# ---- design 1 ----
[src/rtl/ex_merge_queue_pkg.sv]
// Shared types and sizing helpers for the execute-to-writeback merge queue.
// The merged message layout is {pc, waddr, wdata, wen, seq_num, preg, ppreg}.
package ex_merge_queue_pkg;

    localparam int SEQ_NUM_BITS_DFLT   = 8;
    localparam int PHYS_ADDR_BITS_DFLT = 6;

    typedef struct packed {
        logic [31:0]                    pc;
        logic [4:0]                     waddr;
        logic [31:0]                    wdata;
        logic                           wen;
        logic [SEQ_NUM_BITS_DFLT-1:0]   seq_num;
        logic [PHYS_ADDR_BITS_DFLT-1:0] preg;
        logic [PHYS_ADDR_BITS_DFLT-1:0] ppreg;
    } ex_msg_t;

    function automatic int msg_bits(input int seq_bits, input int preg_bits);
        return 32 + 5 + 32 + 1 + seq_bits + 2 * preg_bits;
    endfunction

    // Width of the round-robin pointer / channel index; never zero.
    function automatic int rr_bits(input int n);
        return (n > 1) ? $clog2(n) : 1;
    endfunction

endpackage

[src/rtl/ex_merge_queue_arb.sv]
// Round-robin arbiter: first requester at or after rr_ptr wins; rr_ptr moves
// past the winner only when the grant is consumed (adv).
module ex_merge_queue_arb
    import ex_merge_queue_pkg::*;
#(
    parameter int p_num = 2
) (
    input  logic                      clk,
    input  logic                      rst,
    input  logic                      clr,
    input  logic [p_num-1:0]          req,
    input  logic                      adv,
    output logic [p_num-1:0]          grant,
    output logic [rr_bits(p_num)-1:0] grant_idx,
    output logic                      any
);
    localparam int IW = rr_bits(p_num);

    logic [IW-1:0] rr_ptr;

    always_comb begin
        int j;
        j         = 0;
        grant     = '0;
        grant_idx = '0;
        any       = 1'b0;
        for (int k = 0; k < p_num; k++) begin
            j = int'(rr_ptr) + k;
            if (j >= p_num) j = j - p_num;
            if (!any && req[j]) begin
                any       = 1'b1;
                grant[j]  = 1'b1;
                grant_idx = IW'(j);
            end
        end
    end

    always_ff @(posedge clk) begin
        if (rst || clr)
            rr_ptr <= '0;
        else if (adv && any)
            rr_ptr <= (int'(grant_idx) == p_num - 1) ? '0 : grant_idx + 1'b1;
    end

endmodule

[src/rtl/ex_merge_queue_fifo.sv]
// Per-channel result FIFO with occupancy count and synchronous clear.
module ex_merge_queue_fifo #(
    parameter int p_width = 8,
    parameter int p_depth = 4
) (
    input  logic                       clk,
    input  logic                       rst,
    input  logic                       clr,
    input  logic                       push,
    input  logic                       pop,
    input  logic [p_width-1:0]         wdata,
    output logic [p_width-1:0]         rdata,
    output logic                       empty,
    output logic                       full,
    output logic [$clog2(p_depth+1)-1:0] count
);
    localparam int AW = $clog2(p_depth);
    localparam int CW = $clog2(p_depth + 1);

    logic [p_width-1:0] mem [p_depth];
    logic [AW-1:0]      rd_ptr, wr_ptr;
    logic [CW-1:0]      cnt;

    // Depth is a power of two, so pointers wrap by natural overflow.
    always_ff @(posedge clk) begin
        if (rst || clr) begin
            rd_ptr <= '0;
            wr_ptr <= '0;
            cnt    <= '0;
        end else begin
            if (push) wr_ptr <= wr_ptr + 1'b1;
            if (pop)  rd_ptr <= rd_ptr + 1'b1;
            if (push && !pop)      cnt <= cnt + 1'b1;
            else if (pop && !push) cnt <= cnt - 1'b1;
        end
    end

    always_ff @(posedge clk) begin
        if (push) mem[wr_ptr] <= wdata;
    end

    assign rdata = mem[rd_ptr];
    assign empty = (cnt == '0);
    assign full  = (cnt == CW'(p_depth));
    assign count = cnt;

endmodule

[src/rtl/ex_merge_queue.sv]
// Merges per-execute-unit results into one writeback stream: a bypassable
// FIFO per channel feeding a round-robin arbiter, with pipeline-squash flush.
module ex_merge_queue
    import ex_merge_queue_pkg::*;
#(
    parameter int p_num_chan       = 2,
    parameter int p_depth          = 4,
    parameter int p_seq_num_bits   = SEQ_NUM_BITS_DFLT,
    parameter int p_phys_addr_bits = PHYS_ADDR_BITS_DFLT
) (
    input  logic                                                          clk,
    input  logic                                                          rst,
    input  logic                                                          flush,
    input  logic [p_num_chan-1:0]                                         in_val,
    output logic [p_num_chan-1:0]                                         in_rdy,
    input  logic [p_num_chan-1:0][msg_bits(p_seq_num_bits, p_phys_addr_bits)-1:0] in_msg,
    output logic                                                          out_val,
    input  logic                                                          out_rdy,
    output logic [msg_bits(p_seq_num_bits, p_phys_addr_bits)-1:0]         out_msg,
    output logic [p_num_chan-1:0][$clog2(p_depth+1)-1:0]                  occ,
    output logic [rr_bits(p_num_chan)-1:0]                                grant_chan
);
    localparam int MSG_W = msg_bits(p_seq_num_bits, p_phys_addr_bits);

    logic [p_num_chan-1:0]            empty, full, head_val, win, push, pop;
    logic [p_num_chan-1:0][MSG_W-1:0] fifo_q, head_msg;

    for (genvar g = 0; g < p_num_chan; g++) begin : g_chan
        ex_merge_queue_fifo #(
            .p_width (MSG_W),
            .p_depth (p_depth)
        ) u_fifo (
            .clk   (clk),
            .rst   (rst),
            .clr   (flush),
            .push  (push[g]),
            .pop   (pop[g]),
            .wdata (in_msg[g]),
            .rdata (fifo_q[g]),
            .empty (empty[g]),
            .full  (full[g]),
            .count (occ[g])
        );

        // Masking the heads during flush also kills win, hence pop and out_val.
        assign head_val[g] = !flush && (!empty[g] || in_val[g]);
        assign head_msg[g] = empty[g] ? in_msg[g] : fifo_q[g];
        assign in_rdy[g]   = !flush && (!full[g] || (win[g] && out_rdy));
        assign push[g]     = in_val[g] && in_rdy[g] && !(empty[g] && win[g] && out_rdy);
        assign pop[g]      = !empty[g] && win[g] && out_rdy;
    end

    ex_merge_queue_arb #(
        .p_num (p_num_chan)
    ) u_arb (
        .clk       (clk),
        .rst       (rst),
        .clr       (flush),
        .req       (head_val),
        .adv       (out_rdy),
        .grant     (win),
        .grant_idx (grant_chan),
        .any       (out_val)
    );

    // One-hot AND-OR mux avoids indexing past p_num_chan for non-power-of-two counts.
    always_comb begin
        out_msg = '0;
        for (int i = 0; i < p_num_chan; i++)
            if (win[i]) out_msg = out_msg | head_msg[i];
    end

endmodule

[config.mk]
export PLATFORM = sky130hd
export DESIGN_NAME = ex_merge_queue
export DESIGN_NICKNAME = d
export VERILOG_FILES = /design/src/rtl/ex_merge_queue_pkg.sv /design/src/rtl/ex_merge_queue_arb.sv /design/src/rtl/ex_merge_queue_fifo.sv /design/src/rtl/ex_merge_queue.sv
export SDC_FILE = /design/constraint.sdc
export NUM_CORES = 1
export LEC_CHECK = 0
export ABC_AREA = 1
export ABC_CLOCK_PERIOD_IN_PS = 9100
export CORE_UTILIZATION = 47
export CTS_CLUSTER_DIAMETER = 50
export DETAILED_ROUTE_END_ITERATION = 10
export GPL_TIMING_DRIVEN = 0
export PLACE_DENSITY = 0.67
export RECOVER_POWER = 50
export SLEW_MARGIN = 0
export SYNTH_ARGS = -nofsm -noshare
export SYNTH_HDL_FRONTEND = slang
export SYNTH_SLANG_ARGS = --single-unit
[constraint.sdc]
create_clock -name clk -period 9.1 [get_ports clk]
set_clock_uncertainty 0.1 [all_clocks]
set_input_delay 2.73 -clock clk [delete_from_list [all_inputs] [get_ports clk]]
set_output_delay 2.73 -clock clk [all_outputs]
set_load 0.01 [all_outputs]
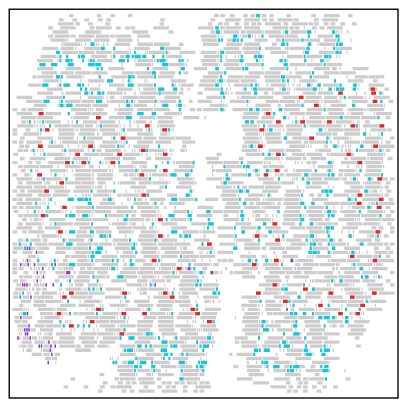
Fig. 1. Gate families picked out (design 1).
Drawn at 1.5 px/um.
family	color	cells
inv cells	purple	42
non-inverting ao/oa cells	red	89
aoi and oai cells	cyan	558

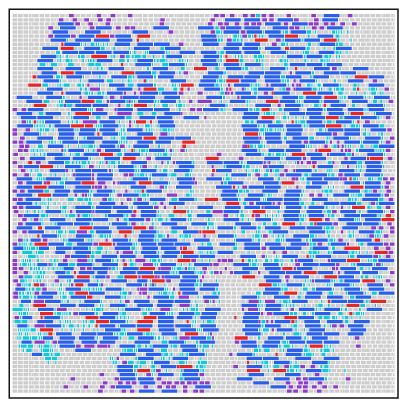
Fig. 2. Placement by cell class (design 1).
Drawn at 1.5 px/um. Fill, decap, tap and diode cells in gray.
class	color	cells	share of their area
remaining buffers and delay cells	purple	485	12%
registers	blue	739	59%
remaining logic cells	cyan	1449	21%
clock drivers and dummy loads	red	159	7.5%

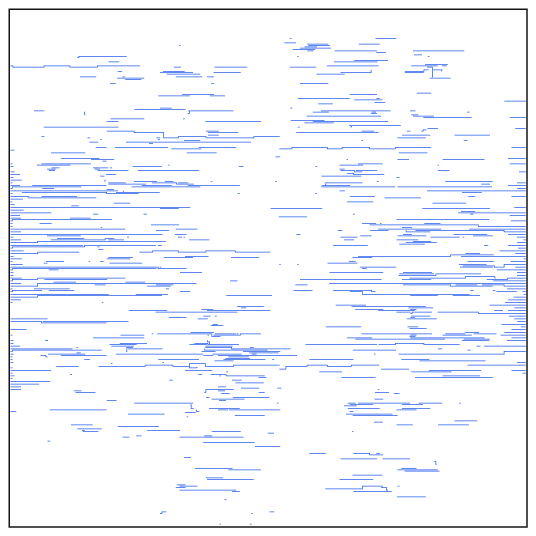
Fig. 3. M3 wires (design 1).
Drawn at 2 px/um.
nets with wire on the layer	399
longest straight run	98.1 um
share of all routed wire	9.4%

==> flow_summary.toml <==
# generated from flow reports
[outcome]
status = "finished with violations"
violations = "max-capacitance violations, max-slew violations"

[detailed_routing]
routedWlPerCell_um = 25.07
antenna_left = 0
postRouteWirelength_mm = 92.95

[placement]
dp_slack_ps = 1005
post_dp_cell_area_sq_mm = 0.03538
gp_congestion = 0.8258

[sta]
finalClockPeriodUsage_pct = 92.07
setup_viol = 0
drv_slew = 40
finalWorstSetupSlack_ps = 721.8

[clock_network]
cts_sinks = 739
h-tree-depth = 3
clockRootBuffer = "clkbuf_16"
insertion_delay_ps = 640

[floorplanning]
core_util_floorplan_pct = 47.74
taps = 855

[finish]
n_sequential_cell = 739
drive_gt1_share_pct = 12.32
final_cell_mix = "edfxtp_1 (720), nand2_1 (470), nor2_1 (252)"

[synth]
synth.avg_cell_area_sq_um = 13.06
simple_gate_share_pct = 9.444

[flow_run]
maxCapViolCount = 2

[worst_setup_path]
slowest_delay_ps = 630
worstPathMaxFanout = 10

[pwr]
p_per_area_mw_per_mm2 = 206.6

[grt]
globalRouteOverflowTotal = 0

# ---- design 2 ----
Fig. 4: design 2, M3 wires
Drawn at 4 px/um.
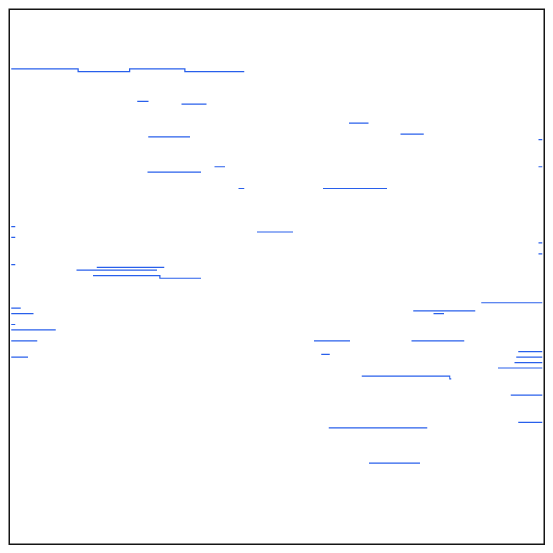
Fig. 5: design 2, cell sizes after repair
Drawn at 3 px/um.
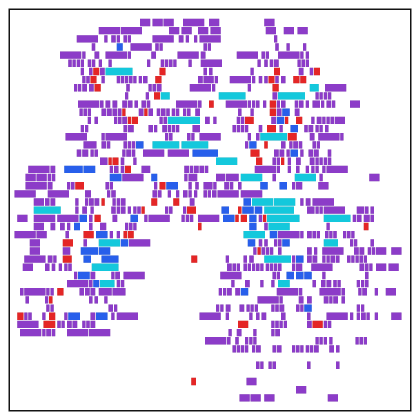
**config.mk**
```make
export PLATFORM = sky130hd
export DESIGN_NAME = bus_master_port
export DESIGN_NICKNAME = d
export VERILOG_FILES = /design/src/rtl/bus_pkg.sv /design/src/rtl/bus_shift_reg.sv /design/src/rtl/bus_master_port.sv
export SDC_FILE = /design/constraint.sdc
export NUM_CORES = 1
export LEC_CHECK = 0
export ABC_AREA = 1
export CORE_UTILIZATION = 25
export CTS_CLUSTER_DIAMETER = 100
export CTS_CLUSTER_SIZE = 16
export DETAILED_ROUTE_END_ITERATION = 8
export PLACE_DENSITY = 0.48
export SYNTH_ARGS = -nofsm -noshare
export SYNTH_HDL_FRONTEND = slang
export SYNTH_HIERARCHICAL = 1
export SYNTH_SLANG_ARGS = --single-unit
```
**constraint.sdc**
```tcl
create_clock -name clk -period 2.2 [get_ports clk]
set_clock_uncertainty 0.2 [all_clocks]
set_input_delay 0.33 -clock clk [delete_from_list [all_inputs] [get_ports clk]]
set_output_delay 0.33 -clock clk [all_outputs]
set_load 0.005 [all_outputs]
```
**src/rtl/bus_pkg.sv**
```systemverilog
// rtl/bus_pkg.sv - shared state encoding and default widths for the serial bus master and slave
package bus_pkg;

    localparam int BUS_N   = 8;
    localparam int BUS_ADN = 12;

    typedef enum logic [2:0] {
        IDLE     = 3'd0,
        WAIT_RDY = 3'd1,
        ADDR     = 3'd2,
        WDATA    = 3'd3,
        RDATA    = 3'd4,
        DONE     = 3'd5
    } bus_state_e;

    // One spare bit so a counter never wraps while reaching its terminal value.
    function automatic int bus_cnt_width(input int max_count);
        return $clog2(max_count) + 1;
    endfunction

endpackage

```
**src/rtl/bus_shift_reg.sv**
```systemverilog
// rtl/bus_shift_reg.sv - index-addressed serialiser/deserialiser: parallel load, serial out at idx, serial in at idx
module bus_shift_reg #(
    parameter  int W  = 8,
    localparam int IW = (W > 1) ? $clog2(W) : 1
) (
    input  logic          clk,
    input  logic          rstn,
    input  logic          load_i,
    input  logic [W-1:0]  load_data_i,
    input  logic [IW-1:0] idx_i,
    input  logic          sin_en_i,
    input  logic          sin_i,
    output logic          sout_o,
    output logic [W-1:0]  data_o
);

    logic [W-1:0] data_q;

    always_ff @(posedge clk) begin
        if (!rstn) begin
            data_q <= '0;
        end else if (load_i) begin
            data_q <= load_data_i;
        end else if (sin_en_i) begin
            data_q[idx_i] <= sin_i;
        end
    end

    assign sout_o = data_q[idx_i];
    assign data_o = data_q;

endmodule

```
**src/rtl/bus_master_port.sv**
```systemverilog
// rtl/bus_master_port.sv - turns one parallel request into a bit-serial bus transaction and collects serial read data
module bus_master_port
    import bus_pkg::*;
#(
    parameter int N       = BUS_N,
    parameter int ADN     = BUS_ADN,
    parameter int TIMEOUT = 255
) (
    input  logic           clk,
    input  logic           rstn,
    input  logic           req,
    input  logic           req_wren,
    input  logic [ADN-1:0] req_addr,
    input  logic [N-1:0]   req_wdata,
    output logic           busy,
    output logic           done,
    output logic           err,
    output logic [N-1:0]   rdata,
    output logic           m_valid,
    output logic           m_wren,
    output logic           m_addr,
    output logic           m_wdata,
    input  logic           s_ready,
    input  logic           s_valid,
    input  logic           s_rdata
);

    localparam int CW  = bus_cnt_width((ADN > N) ? ADN : N);
    localparam int BW  = bus_cnt_width(N);
    localparam int TW  = bus_cnt_width(TIMEOUT);
    localparam int AIW = (ADN > 1) ? $clog2(ADN) : 1;
    localparam int DIW = (N > 1) ? $clog2(N) : 1;

    bus_state_e     state_q;
    logic           wren_q;
    logic [CW-1:0]  cnt_q;
    logic [BW-1:0]  bitcnt_q;
    logic [TW-1:0]  to_q;
    logic           busy_q;
    logic           done_q;
    logic           err_q;
    logic           m_valid_q;
    logic           m_wren_q;
    logic [N-1:0]   rdata_q;

    logic           accept;
    logic           rd_cap;
    logic           addr_bit;
    logic           wdata_bit;
    logic           rd_sout;
    logic [ADN-1:0] addr_all;
    logic [N-1:0]   wdata_all;
    logic [N-1:0]   rd_sh;
    logic [N-1:0]   rd_word;
    logic           unused_sigs;

    assign accept = (state_q == IDLE) && req;
    assign rd_cap = (state_q == RDATA) && s_valid;

    bus_shift_reg #(.W(ADN)) u_addr_sr (
        .clk         (clk),
        .rstn        (rstn),
        .load_i      (accept),
        .load_data_i (req_addr),
        .idx_i       (cnt_q[AIW-1:0]),
        .sin_en_i    (1'b0),
        .sin_i       (1'b0),
        .sout_o      (addr_bit),
        .data_o      (addr_all)
    );

    bus_shift_reg #(.W(N)) u_wdata_sr (
        .clk         (clk),
        .rstn        (rstn),
        .load_i      (accept),
        .load_data_i (req_wdata),
        .idx_i       (cnt_q[DIW-1:0]),
        .sin_en_i    (1'b0),
        .sin_i       (1'b0),
        .sout_o      (wdata_bit),
        .data_o      (wdata_all)
    );

    bus_shift_reg #(.W(N)) u_rdata_sr (
        .clk         (clk),
        .rstn        (rstn),
        .load_i      (1'b0),
        .load_data_i ('0),
        .idx_i       (bitcnt_q[DIW-1:0]),
        .sin_en_i    (rd_cap),
        .sin_i       (s_rdata),
        .sout_o      (rd_sout),
        .data_o      (rd_sh)
    );

    assign unused_sigs = ^{addr_all, wdata_all, rd_sout};

    // The last bit lands in the shift register on the same edge rdata is loaded, so merge it here.
    always_comb begin
        rd_word        = rd_sh;
        rd_word[N-1]   = s_rdata;
    end

    always_ff @(posedge clk) begin
        if (!rstn) begin
            state_q   <= IDLE;
            wren_q    <= 1'b0;
            cnt_q     <= '0;
            bitcnt_q  <= '0;
            to_q      <= '0;
            busy_q    <= 1'b0;
            done_q    <= 1'b0;
            err_q     <= 1'b0;
            m_valid_q <= 1'b0;
            m_wren_q  <= 1'b0;
            rdata_q   <= '0;
        end else begin
            done_q <= 1'b0;
            err_q  <= 1'b0;
            case (state_q)
                IDLE: begin
                    if (req) begin
                        state_q  <= WAIT_RDY;
                        busy_q   <= 1'b1;
                        wren_q   <= req_wren;
                        cnt_q    <= '0;
                        bitcnt_q <= '0;
                        to_q     <= '0;
                    end
                end
                WAIT_RDY: begin
                    if (s_ready) begin
                        state_q   <= ADDR;
                        m_valid_q <= 1'b1;
                        m_wren_q  <= wren_q;
                    end
                end
                ADDR: begin
                    if (cnt_q == CW'(ADN - 1)) begin
                        cnt_q <= '0;
                        if (wren_q) begin
                            state_q <= WDATA;
                        end else begin
                            state_q   <= RDATA;
                            m_valid_q <= 1'b0;
                            m_wren_q  <= 1'b0;
                        end
                    end else begin
                        cnt_q <= cnt_q + 1'b1;
                    end
                end
                WDATA: begin
                    if (cnt_q == CW'(N - 1)) begin
                        cnt_q     <= '0;
                        state_q   <= DONE;
                        m_valid_q <= 1'b0;
                        m_wren_q  <= 1'b0;
                        done_q    <= 1'b1;
                    end else begin
                        cnt_q <= cnt_q + 1'b1;
                    end
                end
                RDATA: begin
                    if (s_valid) begin
                        to_q <= '0;
                        if (bitcnt_q == BW'(N - 1)) begin
                            bitcnt_q <= '0;
                            state_q  <= DONE;
                            done_q   <= 1'b1;
                            rdata_q  <= rd_word;
                        end else begin
                            bitcnt_q <= bitcnt_q + 1'b1;
                        end
                    end else if (to_q == TW'(TIMEOUT - 1)) begin
                        to_q    <= '0;
                        state_q <= DONE;
                        done_q  <= 1'b1;
                        err_q   <= 1'b1;
                    end else begin
                        to_q <= to_q + 1'b1;
                    end
                end
                DONE: begin
                    state_q <= IDLE;
                    busy_q  <= 1'b0;
                end
                default: begin
                    state_q <= IDLE;
                    busy_q  <= 1'b0;
                end
            endcase
        end
    end

    assign busy    = busy_q;
    assign done    = done_q;
    assign err     = err_q;
    assign rdata   = rdata_q;
    assign m_valid = m_valid_q;
    assign m_wren  = m_wren_q;
    assign m_addr  = (state_q == ADDR) && addr_bit;
    assign m_wdata = (state_q == WDATA) && wdata_bit;

endmodule

```
==> flow_summary.toml <==
# generated from flow reports
[outcome]
status = "finished, final reports clean"

[detailed_routing]
top_layer = "met4"
via_count = 4060

[clock_network]
cts_sinks = 62
insertion_delay_ps = 340
clockRootBuffer = "clkbuf_16"
cts_tree = "done"

[finish]
dominant_cells = "combinational gates"
comb_cells = 544
num-nets-final = 794
inverters = 74

[grt]
grt_usage_pct = 12.77
use_met2_pct = 18.87
grt_pass1_wl_mm = 18.22
grt_use_met3_pct = 2.968

[worst_setup_path]
worstSetupEndpointType = "output port"
slowest_stage = "dfxtp_4"
worst-path-stages = 10
cp-start-kind = "flop"
rr_endpoint = "state_q[0]"
crit_buf_inv = 4

[pwr]
power_frac_clock_pct = 28.6
combPwrFrac_pct = 44.3

[floorplanning]
taps = 220

[sta]
finalWorstSetupSlack_ps = 119.4
About Fig. 4:
wire length on this layer	385 um
longest straight run	24.4 um
nets with wire on the layer	37
main direction	horizontal
share of all routed wire	3.6%

About Fig. 5:
size	color	cells
x2	red	60
x6 and larger	cyan	26
x1 and smaller	purple	637
x3 and x4	blue	44
bufs w/o clock: 72
P&R area growth vs syn: 26.89%


# ---- design 3 ----
Fig. 6: design 3, gate families picked out
Drawn at 4 px/um.
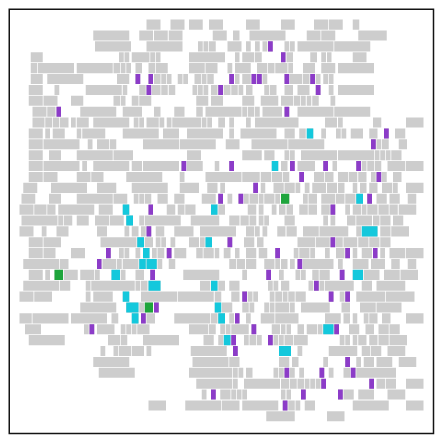
Fig. 7: design 3, placement by cell class
Drawn at 4 px/um. Fill, decap, tap and diode cells in gray.
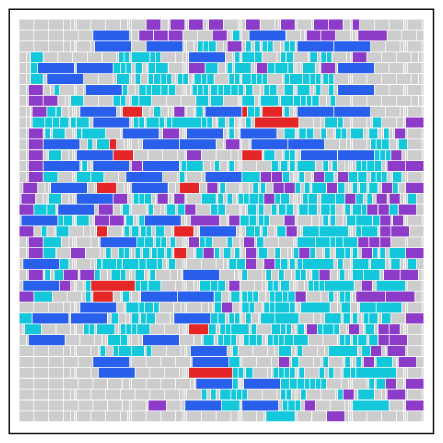
[config.mk]
export PLATFORM = sky130hd
export DESIGN_NAME = adc_acq_ctrl
export DESIGN_NICKNAME = d
export VERILOG_FILES = /design/src/rtl/adc_acq_ctrl.sv
export SDC_FILE = /design/constraint.sdc
export NUM_CORES = 1
export LEC_CHECK = 0
export ABC_AREA = 1
export CAP_MARGIN = 20
export CORE_MARGIN = 2
export CORE_UTILIZATION = 40
export CTS_CLUSTER_SIZE = 24
export DETAILED_ROUTE_END_ITERATION = 7
export HOLD_SLACK_MARGIN = 0.05
export PLACE_DENSITY = 0.61
export SYNTH_ARGS = -nofsm -noshare
export SYNTH_HDL_FRONTEND = slang
export SYNTH_SLANG_ARGS = --single-unit
[constraint.sdc]
create_clock -name clk -period 2.65 [get_ports clk]
set_clock_uncertainty 0.1 [all_clocks]
set_input_delay 0.3975 -clock clk [delete_from_list [all_inputs] [get_ports clk]]
set_output_delay 0.3975 -clock clk [all_outputs]
set_load 0.02 [all_outputs]
[src/rtl/adc_acq_ctrl.sv]
// Serial-ADC acquisition sequencer: CNV strobe, SCK burst with sample strobes, TLU busy, frame/loss counters.
// Define TLU_TRIG_EN to take trigger events from trig_in rising edges instead of the free-run period timer.
module adc_acq_ctrl #(
  parameter int CONV_CYC     = 60,
  parameter int CNV_HIGH_CYC = 4,
  parameter int NBITS        = 16,
  parameter int DEAD_CYC     = 8,
  parameter int CNT_W        = 16
) (
  input  logic             clk,
  input  logic             rst_n,
  input  logic             start,
  input  logic             stop,
  input  logic             trig_in,
  input  logic [15:0]      period,
  output logic             cnv,
  output logic             sck,
  output logic             sample_stb,
  output logic             frame_done,
  output logic             busy,
  output logic             trig_lost,
  output logic [CNT_W-1:0] frame_cnt,
  output logic [CNT_W-1:0] lost_cnt,
  output logic [2:0]       state_o
);

  typedef enum logic [2:0] {
    IDLE  = 3'd0,
    ARMED = 3'd1,
    CONV  = 3'd2,
    SHIFT = 3'd3,
    DEAD  = 3'd4
  } state_t;

  localparam int SHIFT_CYC = 2 * NBITS;
  localparam int MAX_CYC   = (CONV_CYC > SHIFT_CYC)
                             ? ((CONV_CYC > DEAD_CYC) ? CONV_CYC : DEAD_CYC)
                             : ((SHIFT_CYC > DEAD_CYC) ? SHIFT_CYC : DEAD_CYC);
  localparam int CYC_W     = $clog2(MAX_CYC + 1);

  state_t           state, state_nxt;
  logic [CYC_W-1:0] cyc;
  logic             last_cyc;
  logic             trig_ev;
  logic             stop_pend;

`ifdef TLU_TRIG_EN
  logic trig_prev;
  logic unused_period;

  assign unused_period = ^period;
  assign trig_ev       = (state != IDLE) && trig_in && !trig_prev;

  always_ff @(posedge clk or negedge rst_n) begin
    if (!rst_n) trig_prev <= 1'b0;
    else        trig_prev <= trig_in;
  end
`else
  logic [15:0] pcnt;
  logic [15:0] pterm;
  logic        unused_trig;

  // Periods below 2 are clamped so an event can never fire every cycle.
  assign pterm       = (period < 16'd2) ? 16'd1 : period - 16'd1;
  assign trig_ev     = (state != IDLE) && (pcnt == pterm);
  assign unused_trig = trig_in;

  always_ff @(posedge clk or negedge rst_n) begin
    if (!rst_n)                          pcnt <= 16'd0;
    else if (state == IDLE || trig_ev)   pcnt <= 16'd0;
    else                                 pcnt <= pcnt + 16'd1;
  end
`endif

  always_comb begin
    last_cyc = 1'b0;
    case (state)
      CONV:    last_cyc = (cyc == CYC_W'(CONV_CYC - 1));
      SHIFT:   last_cyc = (cyc == CYC_W'(SHIFT_CYC - 1));
      DEAD:    last_cyc = (cyc == CYC_W'(DEAD_CYC - 1));
      default: last_cyc = 1'b0;
    endcase
  end

  always_comb begin
    state_nxt = state;
    case (state)
      IDLE:    if (start) state_nxt = ARMED;
      ARMED: begin
        if (stop)         state_nxt = IDLE;
        else if (trig_ev) state_nxt = CONV;
      end
      CONV:    if (last_cyc) state_nxt = SHIFT;
      SHIFT:   if (last_cyc) state_nxt = DEAD;
      DEAD:    if (last_cyc) state_nxt = (stop_pend || stop) ? IDLE : ARMED;
      default: state_nxt = IDLE;
    endcase
  end

  always_ff @(posedge clk or negedge rst_n) begin
    if (!rst_n) begin
      state      <= IDLE;
      cyc        <= '0;
      stop_pend  <= 1'b0;
      busy       <= 1'b0;
      frame_done <= 1'b0;
      trig_lost  <= 1'b0;
      frame_cnt  <= '0;
      lost_cnt   <= '0;
    end else begin
      state      <= state_nxt;
      cyc        <= (state_nxt != state) ? '0 : cyc + CYC_W'(1);
      busy       <= (state_nxt == CONV) || (state_nxt == SHIFT) || (state_nxt == DEAD);
      frame_done <= (state == SHIFT) && last_cyc;
      trig_lost  <= trig_ev && busy;
      if (state_nxt == IDLE)
        stop_pend <= 1'b0;
      else if (stop && (state == CONV || state == SHIFT || state == DEAD))
        stop_pend <= 1'b1;
      if (state == SHIFT && last_cyc)
        frame_cnt <= frame_cnt + CNT_W'(1);
      // Loss counter saturates rather than wrapping.
      if (trig_ev && busy && lost_cnt != '1)
        lost_cnt <= lost_cnt + CNT_W'(1);
    end
  end

  // Strobes decode straight from state so reset forces them low immediately.
  assign cnv        = (state == CONV) && (cyc < CYC_W'(CNV_HIGH_CYC));
  assign sck        = (state == SHIFT) && !cyc[0];
  assign sample_stb = (state == SHIFT) && cyc[0];
  assign state_o    = state;

endmodule

==> flow_summary.toml <==
# generated from flow reports
[placement]
port_buffers = 60

[pwr]
top_power_group = "sequential cells"
p_seq_uw = 1060
vdd_drop_max_v = 0.0003401

[finish]
signal_buffers = 125
n_fill_cell = 945
final-nonclk-buf-share_pct = 19.95
n_sequential_cell = 61

[worst_setup_path]
cp-startpoint = "period[4]"
rr_endpoint = "frame_cnt[15]"

[detailed_routing]
postRouteWirelength_mm = 10.87
drt_iter0_drc = 286
drt-pass1-iter-count = 5

[grt]
grt_usage_pct = 19.00
busiest_layer = "met2"

[synth]
syn_nets = 589
syn_inst = 563
synth_area_sq_mm = 0.004134
ys_area_sq_mm = 0.004134

[floorplanning]
num_rows = 37
ioPinCount = 62

[clock_network]
ctsResizeCount = 1
clk_pin_slew_ps = 70

[outcome]
status = "finished, final reports clean"
Notes on Fig. 6 above:
family	color	cells
aoi and oai cells	cyan	24
and/or cells	green	3
inv cells	purple	65
logic share of the area: 43.50%
most numerous logic cell after layout: nand2_1

Notes on Fig. 7 above:
class	color	cells	share of their area
remaining logic cells	cyan	499	49%
registers	blue	61	26%
remaining buffers and delay cells	purple	125	21%
clock drivers and dummy loads	red	16	4.1%


# ---- design 4 ----
==> config.mk <==
export PLATFORM = sky130hd
export DESIGN_NAME = k8088_sram_bridge
export DESIGN_NICKNAME = d
export VERILOG_FILES = /design/src/rtl/k8088_sram_pkg.sv /design/src/rtl/k8088_sram_prefetch.sv /design/src/rtl/k8088_sram_bridge.sv
export SDC_FILE = /design/constraint.sdc
export NUM_CORES = 1
export LEC_CHECK = 0
export ABC_CLOCK_PERIOD_IN_PS = 4200
export CAP_MARGIN = 20
export CORE_MARGIN = 1
export CORE_UTILIZATION = 45
export CTS_CLUSTER_SIZE = 10
export DETAILED_ROUTE_END_ITERATION = 10
export PLACE_DENSITY_LB_ADDON = 0.08
export SYNTH_ARGS = -nofsm -noshare
export SYNTH_HDL_FRONTEND = slang
export SYNTH_SLANG_ARGS = --single-unit
==> constraint.sdc <==
create_clock -name clock -period 4.2 [get_ports clock]
set_input_delay 0.84 -clock clock [delete_from_list [all_inputs] [get_ports clock]]
set_output_delay 0.84 -clock clock [all_outputs]
set_load 0.005 [all_outputs]
==> src/rtl/k8088_sram_pkg.sv <==
// Shared types and constants for the k8088 SRAM bridge and its prefetch buffer.
package k8088_sram_pkg;

  typedef enum logic [1:0] {
    IDLE  = 2'd0,
    SETUP = 2'd1,
    WAIT  = 2'd2,
    DONE  = 2'd3
  } state_t;

  localparam int WCNT_W = 4;
  localparam logic [WCNT_W-1:0] CNT_ZERO = 4'd0;
  localparam logic [WCNT_W-1:0] CNT_ONE  = 4'd1;

  localparam logic LANE_LO = 1'b0;
  localparam logic LANE_HI = 1'b1;

  // {ub_n, lb_n} for a byte lane; only the addressed lane is pulled low.
  localparam logic [1:0] LANE_STB_LO   = 2'b10;
  localparam logic [1:0] LANE_STB_HI   = 2'b01;
  localparam logic [1:0] LANE_STB_NONE = 2'b11;

  function automatic logic [1:0] lane_strobes(input logic lane);
    if (lane == LANE_HI) return LANE_STB_HI;
    else                 return LANE_STB_LO;
  endfunction

  function automatic logic [7:0] select_byte(input logic [15:0] word, input logic lane);
    if (lane == LANE_HI) return word[15:8];
    else                 return word[7:0];
  endfunction

endpackage

==> src/rtl/k8088_sram_prefetch.sv <==
// One-word read buffer {valid, tag, data}: filled by completed SRAM reads,
// patched by writes to the buffered word. Used only with K8088_SRAM_PREFETCH_EN.
module k8088_sram_prefetch
  import k8088_sram_pkg::*;
(
  input  logic        i_clock,
  input  logic        i_reset,
  input  logic [18:0] i_lookup_tag,
  output logic        o_hit,
  output logic [15:0] o_data,
  input  logic        i_fill,
  input  logic [18:0] i_fill_tag,
  input  logic [15:0] i_fill_data,
  input  logic        i_wr,
  input  logic [18:0] i_wr_tag,
  input  logic        i_wr_lane,
  input  logic [7:0]  i_wr_byte
);

  logic        r_valid;
  logic [18:0] r_tag;
  logic [15:0] r_data;

  // Buffer state: reset invalidates, fill replaces, matching write patches one byte.
  always_ff @(posedge i_clock or posedge i_reset) begin
    if (i_reset) begin
      r_valid <= 1'b0;
      r_tag   <= 19'd0;
      r_data  <= 16'h0000;
    end else if (i_fill) begin
      r_valid <= 1'b1;
      r_tag   <= i_fill_tag;
      r_data  <= i_fill_data;
    end else if (i_wr && r_valid && (r_tag == i_wr_tag)) begin
      if (i_wr_lane == LANE_HI) r_data[15:8] <= i_wr_byte;
      else                      r_data[7:0]  <= i_wr_byte;
    end else begin
      r_valid <= r_valid;
    end
  end

  assign o_hit  = r_valid && (r_tag == i_lookup_tag);
  assign o_data = r_data;

endmodule

==> src/rtl/k8088_sram_bridge.sv <==
// k8088 memory-port responder onto 512Kx16 async SRAM with WAIT_STATES wait cycles.
// Optional one-word read buffer enabled by defining K8088_SRAM_PREFETCH_EN.
module k8088_sram_bridge
  import k8088_sram_pkg::*;
#(
  parameter int unsigned WAIT_STATES = 1,
  parameter logic [15:0] RESET_WORD  = 16'h0000
) (
  input  logic        clock,
  input  logic        reset,
  input  logic [19:0] cpu_address,
  input  logic [7:0]  cpu_out,
  input  logic        cpu_we,
  output logic [7:0]  cpu_in,
  output logic        cpu_chipen,
  output logic [18:0] sram_addr,
  output logic [15:0] sram_dq_o,
  input  logic [15:0] sram_dq_i,
  output logic        sram_dq_oe,
  output logic        sram_ce_n,
  output logic        sram_oe_n,
  output logic        sram_we_n,
  output logic        sram_ub_n,
  output logic        sram_lb_n
);

  state_t            r_state;
  state_t            w_next;
  logic [WCNT_W-1:0] r_cnt;
  logic              r_we;
  logic              r_lane;
  logic [7:0]        r_cpu_in;
  logic              r_chipen;
  logic [18:0]       r_sram_addr;
  logic [15:0]       r_dq_o;
  logic              r_dq_oe;
  logic              r_ce_n;
  logic              r_oe_n;
  logic              r_we_n;
  logic              r_ub_n;
  logic              r_lb_n;
  logic              w_hit;
  logic [7:0]        w_hit_byte;

`ifdef K8088_SRAM_PREFETCH_EN
  logic        w_pf_hit;
  logic [15:0] w_pf_data;
  logic        w_fill;
  logic        w_wr_upd;

  assign w_fill   = (r_state == WAIT) && (r_cnt == CNT_ZERO) && !r_we;
  assign w_wr_upd = (r_state == DONE) && r_we;

  k8088_sram_prefetch u_prefetch (
    .i_clock      (clock),
    .i_reset      (reset),
    .i_lookup_tag (cpu_address[19:1]),
    .o_hit        (w_pf_hit),
    .o_data       (w_pf_data),
    .i_fill       (w_fill),
    .i_fill_tag   (r_sram_addr),
    .i_fill_data  (sram_dq_i),
    .i_wr         (w_wr_upd),
    .i_wr_tag     (r_sram_addr),
    .i_wr_lane    (r_lane),
    .i_wr_byte    (r_dq_o[7:0])
  );

  assign w_hit      = w_pf_hit && !cpu_we;
  assign w_hit_byte = select_byte(w_pf_data, cpu_address[0]);
`else
  assign w_hit      = 1'b0;
  assign w_hit_byte = 8'h00;
`endif

  // State register.
  always_ff @(posedge clock or posedge reset) begin
    if (reset) r_state <= IDLE;
    else       r_state <= w_next;
  end

  // Next-state decode; a buffer hit bypasses the SRAM cycle entirely.
  always_comb begin
    w_next = r_state;
    case (r_state)
      IDLE: begin
        if (w_hit) w_next = DONE;
        else       w_next = SETUP;
      end
      SETUP: w_next = WAIT;
      WAIT: begin
        if (r_cnt == CNT_ZERO) w_next = DONE;
        else                   w_next = WAIT;
      end
      DONE:    w_next = IDLE;
      default: w_next = IDLE;
    endcase
  end

  // Registered CPU/SRAM outputs: address, ce and lane lead we_n by one cycle,
  // and reset forces every strobe inactive at once so an aborted write never lands.
  always_ff @(posedge clock or posedge reset) begin
    if (reset) begin
      r_cnt       <= CNT_ZERO;
      r_we        <= 1'b0;
      r_lane      <= LANE_LO;
      r_cpu_in    <= RESET_WORD[7:0];
      r_chipen    <= 1'b0;
      r_sram_addr <= 19'd0;
      r_dq_o      <= 16'h0000;
      r_dq_oe     <= 1'b0;
      r_ce_n      <= 1'b1;
      r_oe_n      <= 1'b1;
      r_we_n      <= 1'b1;
      {r_ub_n, r_lb_n} <= LANE_STB_NONE;
    end else begin
      case (r_state)
        IDLE: begin
          r_we   <= cpu_we;
          r_lane <= cpu_address[0];
          if (w_hit) begin
            r_cpu_in <= w_hit_byte;
            r_chipen <= 1'b1;
          end else begin
            r_sram_addr      <= cpu_address[19:1];
            r_dq_o           <= {cpu_out, cpu_out};
            r_ce_n           <= 1'b0;
            r_oe_n           <= cpu_we;
            {r_ub_n, r_lb_n} <= lane_strobes(cpu_address[0]);
          end
        end
        SETUP: begin
          r_cnt <= WCNT_W'(WAIT_STATES);
          if (r_we) begin
            r_we_n  <= 1'b0;
            r_dq_oe <= 1'b1;
          end
        end
        WAIT: begin
          if (r_cnt == CNT_ZERO) begin
            r_we_n   <= 1'b1;
            r_dq_oe  <= 1'b0;
            r_chipen <= 1'b1;
            if (!r_we) r_cpu_in <= select_byte(sram_dq_i, r_lane);
          end else begin
            r_cnt <= r_cnt - CNT_ONE;
          end
        end
        DONE: begin
          r_chipen         <= 1'b0;
          r_dq_oe          <= 1'b0;
          r_ce_n           <= 1'b1;
          r_oe_n           <= 1'b1;
          r_we_n           <= 1'b1;
          {r_ub_n, r_lb_n} <= LANE_STB_NONE;
        end
        default: begin
          r_chipen         <= 1'b0;
          r_dq_oe          <= 1'b0;
          r_ce_n           <= 1'b1;
          r_oe_n           <= 1'b1;
          r_we_n           <= 1'b1;
          {r_ub_n, r_lb_n} <= LANE_STB_NONE;
        end
      endcase
    end
  end

  assign cpu_in     = r_cpu_in;
  assign cpu_chipen = r_chipen;
  assign sram_addr  = r_sram_addr;
  assign sram_dq_o  = r_dq_o;
  assign sram_dq_oe = r_dq_oe;
  assign sram_ce_n  = r_ce_n;
  assign sram_oe_n  = r_oe_n;
  assign sram_we_n  = r_we_n;
  assign sram_ub_n  = r_ub_n;
  assign sram_lb_n  = r_lb_n;

endmodule

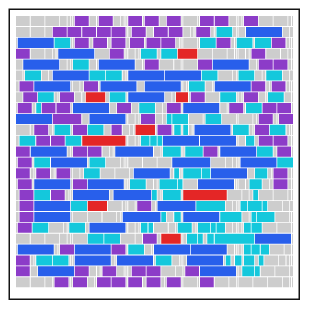
Fig. 8. Placement by cell class (design 4).
Drawn at 4 px/um. Fill, decap, tap and diode cells in gray.
class	color	cells	share of their area
clock drivers and dummy loads	red	8	4.2%
remaining buffers and delay cells	purple	98	30%
remaining logic cells	cyan	95	27%
registers	blue	50	39%
Site Rows: 25
Finished Cell Area: 0.003336 sq mm
fraction of area in registers: 37.70%
core area: 0.004723 sq mm
Core Util, Final: 70.62%

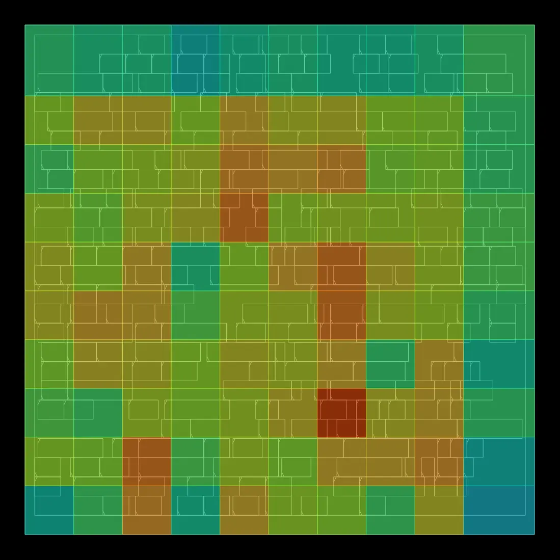
Fig. 9. Track usage over the die (design 4).
most crowded layer after global routing: met2
met3 GRT Util: 6.667%
met2 Usage GRT: 28.35%
GR Util met1: 22.24%
WL/cell: 13.31 um

==> flow_summary.toml <==
# generated from flow reports
[outcome]
status = "finished, final reports clean"

[floorplanning]
ioPinCount = 97
core_util_floorplan_pct = 46.86

[sta]
fin_worst_hold_slack_ps = 497.0
rsz0062_at_grt = "false"

[flow_run]
warnings = 30
maxCapViolCount = 0

[synth]
synth.avg_cell_area_sq_um = 14.01
synth-edff-count = 0
synth_top_cell_by_area = "dfrtp_1"
synth_flops = 50
top_area_share_pct = 50.88

[clock_network]
cts_buffer_depth = 2
cts_tree = "done"

[worst_setup_path]
slowest_stage = "dfstp_2"
endpoint = "sram_ub_n"
worst-path-stages = 1
r2r-start = "r_state[0]"
crit_required_ps = 3360

[pwr]
leakage_uw = 0.001368

[finish]
ff_latch_area_sq_mm = 0.001257
dominant_cells = "flip-flops and latches"
comb_cells = 87
n_sequential_cell = 50
largest_register_ffs = 19

[detailed_routing]
via_count = 1528

[placement]
gp_congestion = 0.6940

# ---- design 5 ----
Fig. 10: design 5, track usage over the die
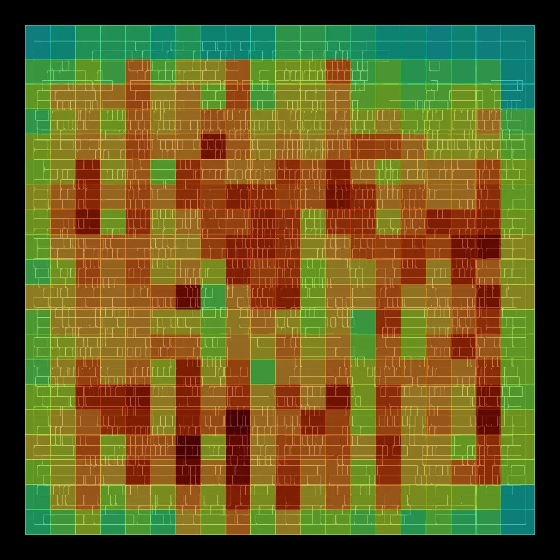
Fig. 11: design 5, gate families picked out
Drawn at 3 px/um.
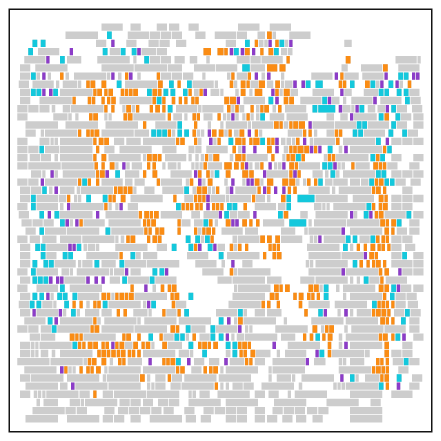
Fig. 12: design 5, M3 wires
Drawn at 3 px/um.
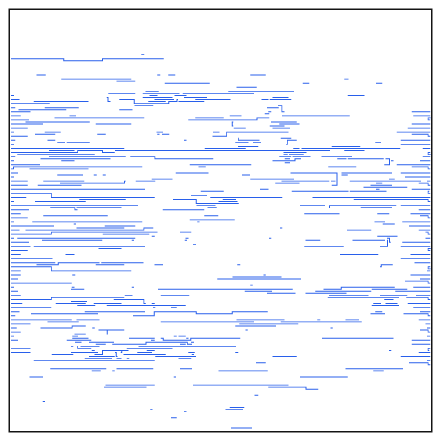
## src/rtl/apb_reg_slave.sv

```systemverilog
// apb_reg_slave: APB completer for the student-record register bank with
// configurable wait states, byte strobes and PSLVERR on illegal accesses. Rev 1.0
`default_nettype none

module apb_reg_slave #(
  parameter int          ADDR_W      = 8,
  parameter int          WAIT_STATES = 0,
  parameter logic [31:0] ID_VALUE    = 32'h4150_4231
) (
  input  logic              PCLK,
  input  logic              PRESET,
  input  logic              PSEL,
  input  logic              PENABLE,
  input  logic              PWRITE,
  input  logic [ADDR_W-1:0] PADDR,
  input  logic [31:0]       PWDATA,
  input  logic [3:0]        PSTRB,
  output logic [31:0]       PRDATA,
  output logic              PREADY,
  output logic              PSLVERR,
  output logic [31:0]       pos_o,
  output logic [31:0]       date_o,
  output logic [31:0]       sname_o,
  output logic [31:0]       fname_o
);

  typedef enum logic [0:0] {
    ST_IDLE   = 1'b0,
    ST_ACCESS = 1'b1
  } state_t;

  state_t            state_q, state_d;
  logic [3:0]        cnt_q, cnt_d;
  logic [ADDR_W-1:0] addr_q;
  logic              write_q;
  logic [31:0]       wdata_q;
  logic [3:0]        strb_q;
  logic [31:0]       regs_q [4];
  logic [31:0]       wcnt_q;

  logic              capture;
  logic              done;
  logic              upper_nz;
  logic              err;
  logic              commit;
  logic [31:0]       cur_word;
  logic [31:0]       merged;
  logic [31:0]       rd_mux;

  generate
    if (ADDR_W > 5) begin : g_upper
      assign upper_nz = |addr_q[ADDR_W-1:5];
    end else begin : g_no_upper
      assign upper_nz = 1'b0;
    end
  endgenerate

  // Decode works on the address captured at setup; addr_q[4] with a legal
  // word index means ID or WCNT, both read-only.
  assign err    = upper_nz | (addr_q[1:0] != 2'b00) | (addr_q[4:2] > 3'd5)
                | (write_q & addr_q[4]);
  assign done   = (state_q == ST_ACCESS) && (cnt_q == 4'd0);
  assign commit = done && write_q && !err;

  always_comb begin
    state_d = state_q;
    cnt_d   = cnt_q;
    capture = 1'b0;
    case (state_q)
      ST_IDLE: begin
        if (PSEL && !PENABLE) begin
          state_d = ST_ACCESS;
          cnt_d   = 4'(WAIT_STATES);
          capture = 1'b1;
        end
      end
      ST_ACCESS: begin
        if (cnt_q == 4'd0) begin
          state_d = ST_IDLE;
        end else if (!(PSEL && PENABLE)) begin
          state_d = ST_IDLE;
        end else begin
          cnt_d = cnt_q - 4'd1;
        end
      end
      default: state_d = ST_IDLE;
    endcase
  end

  assign cur_word = regs_q[addr_q[3:2]];

  always_comb begin
    merged = cur_word;
    for (int i = 0; i < 4; i++) begin
      if (strb_q[i]) merged[8*i +: 8] = wdata_q[8*i +: 8];
    end
  end

  always_comb begin
    rd_mux = 32'd0;
    case (addr_q[4:2])
      3'd0, 3'd1, 3'd2, 3'd3: rd_mux = cur_word;
      3'd4:                   rd_mux = ID_VALUE;
      3'd5:                   rd_mux = wcnt_q;
      default:                rd_mux = 32'd0;
    endcase
  end

  always_ff @(posedge PCLK) begin
    if (PRESET) begin
      state_q <= ST_IDLE;
      cnt_q   <= 4'd0;
      addr_q  <= '0;
      write_q <= 1'b0;
      wdata_q <= 32'd0;
      strb_q  <= 4'd0;
      wcnt_q  <= 32'd0;
      for (int i = 0; i < 4; i++) regs_q[i] <= 32'd0;
    end else begin
      state_q <= state_d;
      cnt_q   <= cnt_d;
      if (capture) begin
        addr_q  <= PADDR;
        write_q <= PWRITE;
        wdata_q <= PWDATA;
        strb_q  <= PSTRB;
      end
      if (commit) begin
        regs_q[addr_q[3:2]] <= merged;
        wcnt_q              <= wcnt_q + 32'd1;
      end
    end
  end

  // Response outputs are pure decodes of flop state.
  assign PREADY  = done;
  assign PSLVERR = done && err;
  assign PRDATA  = (done && !write_q && !err) ? rd_mux : 32'd0;

  assign pos_o   = regs_q[0];
  assign date_o  = regs_q[1];
  assign sname_o = regs_q[2];
  assign fname_o = regs_q[3];

endmodule

`default_nettype wire
```

## config.mk

```make
export PLATFORM = sky130hd
export DESIGN_NAME = apb_reg_slave
export DESIGN_NICKNAME = d
export VERILOG_FILES = /design/src/rtl/apb_reg_slave.sv
export SDC_FILE = /design/constraint.sdc
export NUM_CORES = 1
export LEC_CHECK = 0
export ABC_AREA = 1
export CAP_MARGIN = 20
export CORE_MARGIN = 2
export CORE_UTILIZATION = 55
export CTS_BUF_LIST = sky130_fd_sc_hd__clkbuf_4 sky130_fd_sc_hd__clkbuf_8
export DETAILED_ROUTE_END_ITERATION = 8
export PLACE_DENSITY = 0.88
export RECOVER_POWER = 25
export SYNTH_ARGS = -nofsm -noshare
export SYNTH_HDL_FRONTEND = slang
export SYNTH_SLANG_ARGS = --single-unit
```

## constraint.sdc

```tcl
create_clock -name PCLK -period 7.7 [get_ports PCLK]
set_clock_uncertainty 0.05 [all_clocks]
set_input_delay 1.54 -clock PCLK [delete_from_list [all_inputs] [get_ports PCLK]]
set_output_delay 1.54 -clock PCLK [all_outputs]
set_load 0.1 [all_outputs]
```

==> flow_summary.toml <==
# generated from flow reports
[finish]
n_fill_cell = 1361
clockNetworkAreaShare_pct = 5.759
logic_area_sq_mm = 0.003866
inverters = 126
comb_cells = 868
signal_buffers = 227

[pwr]
p_total_uw = 2855
p_int_uw = 1977
switching_share_pct = 30.74

[synth]
top_area_share_pct = 37.60

[clock_network]
cts_hold_buf = 0

[flow_run]
maxCapViolCount = 2

[sta]
drv_slew = 90

[worst_setup_path]
slowest_stage = "clkdlybuf4s50_1"

[outcome]
status = "finished with violations"
violations = "max-capacitance violations, max-slew violations"

[detailed_routing]
via_count = 9981
About Fig. 10:
met3 GRT Util: 8.889%
GR Util met1: 42.42%
total global-route track usage: 33.09%

About Fig. 11:
family	color	cells
aoi and oai cells	cyan	188
inv cells	purple	126
nand cells	orange	448

About Fig. 12:
share of all routed wire	12%
main direction	horizontal


# ---- design 6 ----
Fig. 13: design 6, cell sizes after repair
Drawn at 6 px/um.
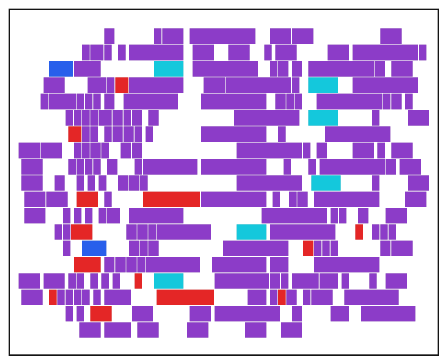
Fig. 14: design 6, M3 wires
Drawn at 6 px/um.
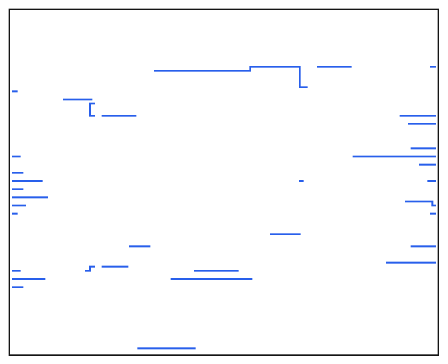
===== config.mk =====
export PLATFORM = sky130hd
export DESIGN_NAME = work_calendar_feeder
export DESIGN_NICKNAME = d
export VERILOG_FILES = /design/src/rtl/work_calendar_feeder.sv
export SDC_FILE = /design/constraint.sdc
export NUM_CORES = 1
export LEC_CHECK = 0
export ABC_AREA = 1
export CORE_ASPECT_RATIO = 0.8
export CORE_UTILIZATION = 45
export DETAILED_ROUTE_END_ITERATION = 12
export GPL_TIMING_DRIVEN = 1
export PLACE_DENSITY_LB_ADDON = 0.1
export SYNTH_ARGS = -nofsm -noshare
export SYNTH_HDL_FRONTEND = slang
export SYNTH_SLANG_ARGS = --single-unit

===== constraint.sdc =====
create_clock -name clk -period 4.6 [get_ports clk]
set_clock_uncertainty 0.2 [all_clocks]
set_input_delay 0.69 -clock clk [delete_from_list [all_inputs] [get_ports clk]]
set_output_delay 0.69 -clock clk [all_outputs]
set_load 0.01 [all_outputs]

===== src/rtl/work_calendar_feeder.sv =====
// rtl/work_calendar_feeder.sv - day/weekday calendar with tagged lookahead request FIFO (optional month counter: WCF_MONTH_CNT_EN)
module work_calendar_feeder #(
    parameter int DAYS_PER_MONTH = 30,
    parameter int DATE_W         = 5,
    parameter int FIFO_DEPTH     = 2
) (
    input  logic              clk,
    input  logic              rst_n,
    input  logic              day_tick,
    input  logic              load,
    input  logic [DATE_W-1:0] load_date,
    input  logic [2:0]        load_week,
    output logic              load_err,
    output logic [DATE_W-1:0] cur_date,
    output logic [2:0]        cur_week,
    input  logic              req_valid,
    input  logic [2:0]        req_n,
    output logic              req_ready,
    output logic              out_valid,
    input  logic              out_ready,
    output logic [DATE_W-1:0] out_tod,
    output logic [2:0]        out_week,
    output logic [2:0]        out_n
`ifdef WCF_MONTH_CNT_EN
    ,
    output logic [3:0]        cur_month,
    output logic [3:0]        out_month
`endif
);

    localparam int PTR_W = (FIFO_DEPTH > 1) ? $clog2(FIFO_DEPTH) : 1;
    localparam int CNT_W = PTR_W + 1;

    logic              load_ok;
    logic              push;
    logic              pop;
    logic [PTR_W-1:0]  wr_ptr;
    logic [PTR_W-1:0]  rd_ptr;
    logic [CNT_W-1:0]  count;

    logic [DATE_W-1:0] mem_date [FIFO_DEPTH];
    logic [2:0]        mem_week [FIFO_DEPTH];
    logic [2:0]        mem_n    [FIFO_DEPTH];
`ifdef WCF_MONTH_CNT_EN
    logic [3:0]        mem_month [FIFO_DEPTH];
`endif

    assign load_ok   = (load_date != '0) && (load_date <= DATE_W'(DAYS_PER_MONTH)) && (load_week != 3'd0);
    assign out_valid = (count != '0);
    assign req_ready = (count < CNT_W'(FIFO_DEPTH));
    assign push      = req_valid && req_ready;
    assign pop       = out_valid && out_ready;

    // Calendar state: a load (legal or not) masks any same-cycle day_tick
    always_ff @(posedge clk or negedge rst_n) begin
        if (!rst_n) begin
            cur_date  <= DATE_W'(1);
            cur_week  <= 3'd1;
            load_err  <= 1'b0;
`ifdef WCF_MONTH_CNT_EN
            cur_month <= 4'd1;
`endif
        end else begin
            load_err <= load && !load_ok;
            if (load) begin
                if (load_ok) begin
                    cur_date  <= load_date;
                    cur_week  <= load_week;
`ifdef WCF_MONTH_CNT_EN
                    cur_month <= 4'd1;
`endif
                end
            end else if (day_tick) begin
                cur_date <= (cur_date == DATE_W'(DAYS_PER_MONTH)) ? DATE_W'(1) : cur_date + DATE_W'(1);
                cur_week <= (cur_week == 3'd7) ? 3'd1 : cur_week + 3'd1;
`ifdef WCF_MONTH_CNT_EN
                if (cur_date == DATE_W'(DAYS_PER_MONTH))
                    cur_month <= (cur_month == 4'd12) ? 4'd1 : cur_month + 4'd1;
`endif
            end
        end
    end

    // FIFO pointers and occupancy; pointers wrap naturally at power-of-2 depth
    always_ff @(posedge clk or negedge rst_n) begin
        if (!rst_n) begin
            wr_ptr <= '0;
            rd_ptr <= '0;
            count  <= '0;
        end else begin
            if (push)
                wr_ptr <= wr_ptr + PTR_W'(1);
            if (pop)
                rd_ptr <= rd_ptr + PTR_W'(1);
            case ({push, pop})
                2'b10:   count <= count + CNT_W'(1);
                2'b01:   count <= count - CNT_W'(1);
                default: count <= count;
            endcase
        end
    end

    // FIFO storage: snapshot of the calendar as registered in the accept cycle
    always_ff @(posedge clk) begin
        if (push) begin
            mem_date[wr_ptr]  <= cur_date;
            mem_week[wr_ptr]  <= cur_week;
            mem_n[wr_ptr]     <= req_n;
`ifdef WCF_MONTH_CNT_EN
            mem_month[wr_ptr] <= cur_month;
`endif
        end
    end

    // Head presentation: zeros whenever the FIFO is empty
    always_comb begin
        out_tod   = '0;
        out_week  = '0;
        out_n     = '0;
`ifdef WCF_MONTH_CNT_EN
        out_month = '0;
`endif
        if (out_valid) begin
            out_tod   = mem_date[rd_ptr];
            out_week  = mem_week[rd_ptr];
            out_n     = mem_n[rd_ptr];
`ifdef WCF_MONTH_CNT_EN
            out_month = mem_month[rd_ptr];
`endif
        end
    end

endmodule


==> flow_summary.toml <==
# generated from flow reports
[outcome]
status = "finished with violations"
violations = "design-rule violations"

[worst_setup_path]
timing.reg2reg.setup_slack_ps = 2280
setup.worst_path.class = "reg -> out"
crit_family = "simple AND/OR/NAND/NOR gates"
worst-path-stages = 3

[synth]
ys_warn_count = 0
synth.most_common_cell = "nand2_1"
top_cells_by_count = "nand2_1 (60), edfxtp_1 (22), nand3_1 (19), a21oi_1 (12), nor2_1 (12)"

[sta]
min_period_ps = 2909

[grt]
grt_usage_pct = 17.58

[pwr]
combPwrFrac_pct = 39.4
vdd_drop_max_v = 0.0002093
sequentialPowerShare_pct = 42.0

[detailed_routing]
drc_errors = 1
drt_iter0_drc = 70

[finish]
n_sequential_cell = 35
num-nets-final = 244

[clock_network]
h-tree-depth = 2

[min_path]
min_to = "count[0]"
Notes on Fig. 13 above:
size	color	cells
x2	red	13
x6 and larger	cyan	6
x1 and smaller	purple	202
x3 and x4	blue	2
setup ws final: 1691 ps
Finished Cell Area: 0.002212 sq mm
bufs w/o clock: 38
P&R area growth vs syn: 28.12%

Notes on Fig. 14 above:
share of all routed wire	5.2%
longest straight run	15.9 um
nets with wire on the layer	30
wire length on this layer	170 um
main direction	horizontal
via count: 1326
drt total wl: 3.243 mm



## Gallery

Gate families picked out.
Plate I
Drawn at 6 px/um.
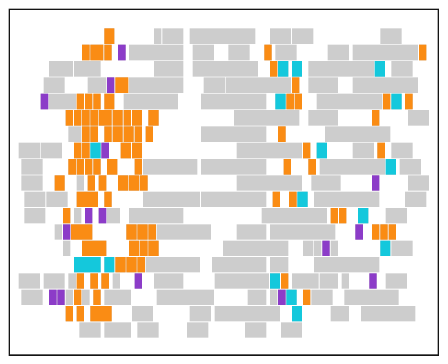
Plate II
Drawn at 3 px/um.
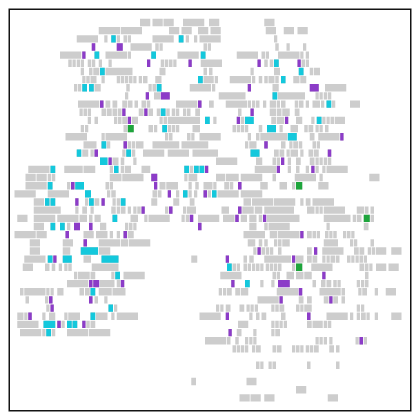
Plate III
Drawn at 4 px/um.
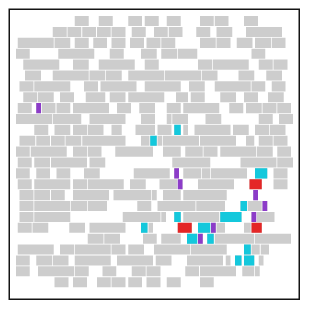
Plate III -> design 4
Plate II -> design 2
Plate I -> design 6

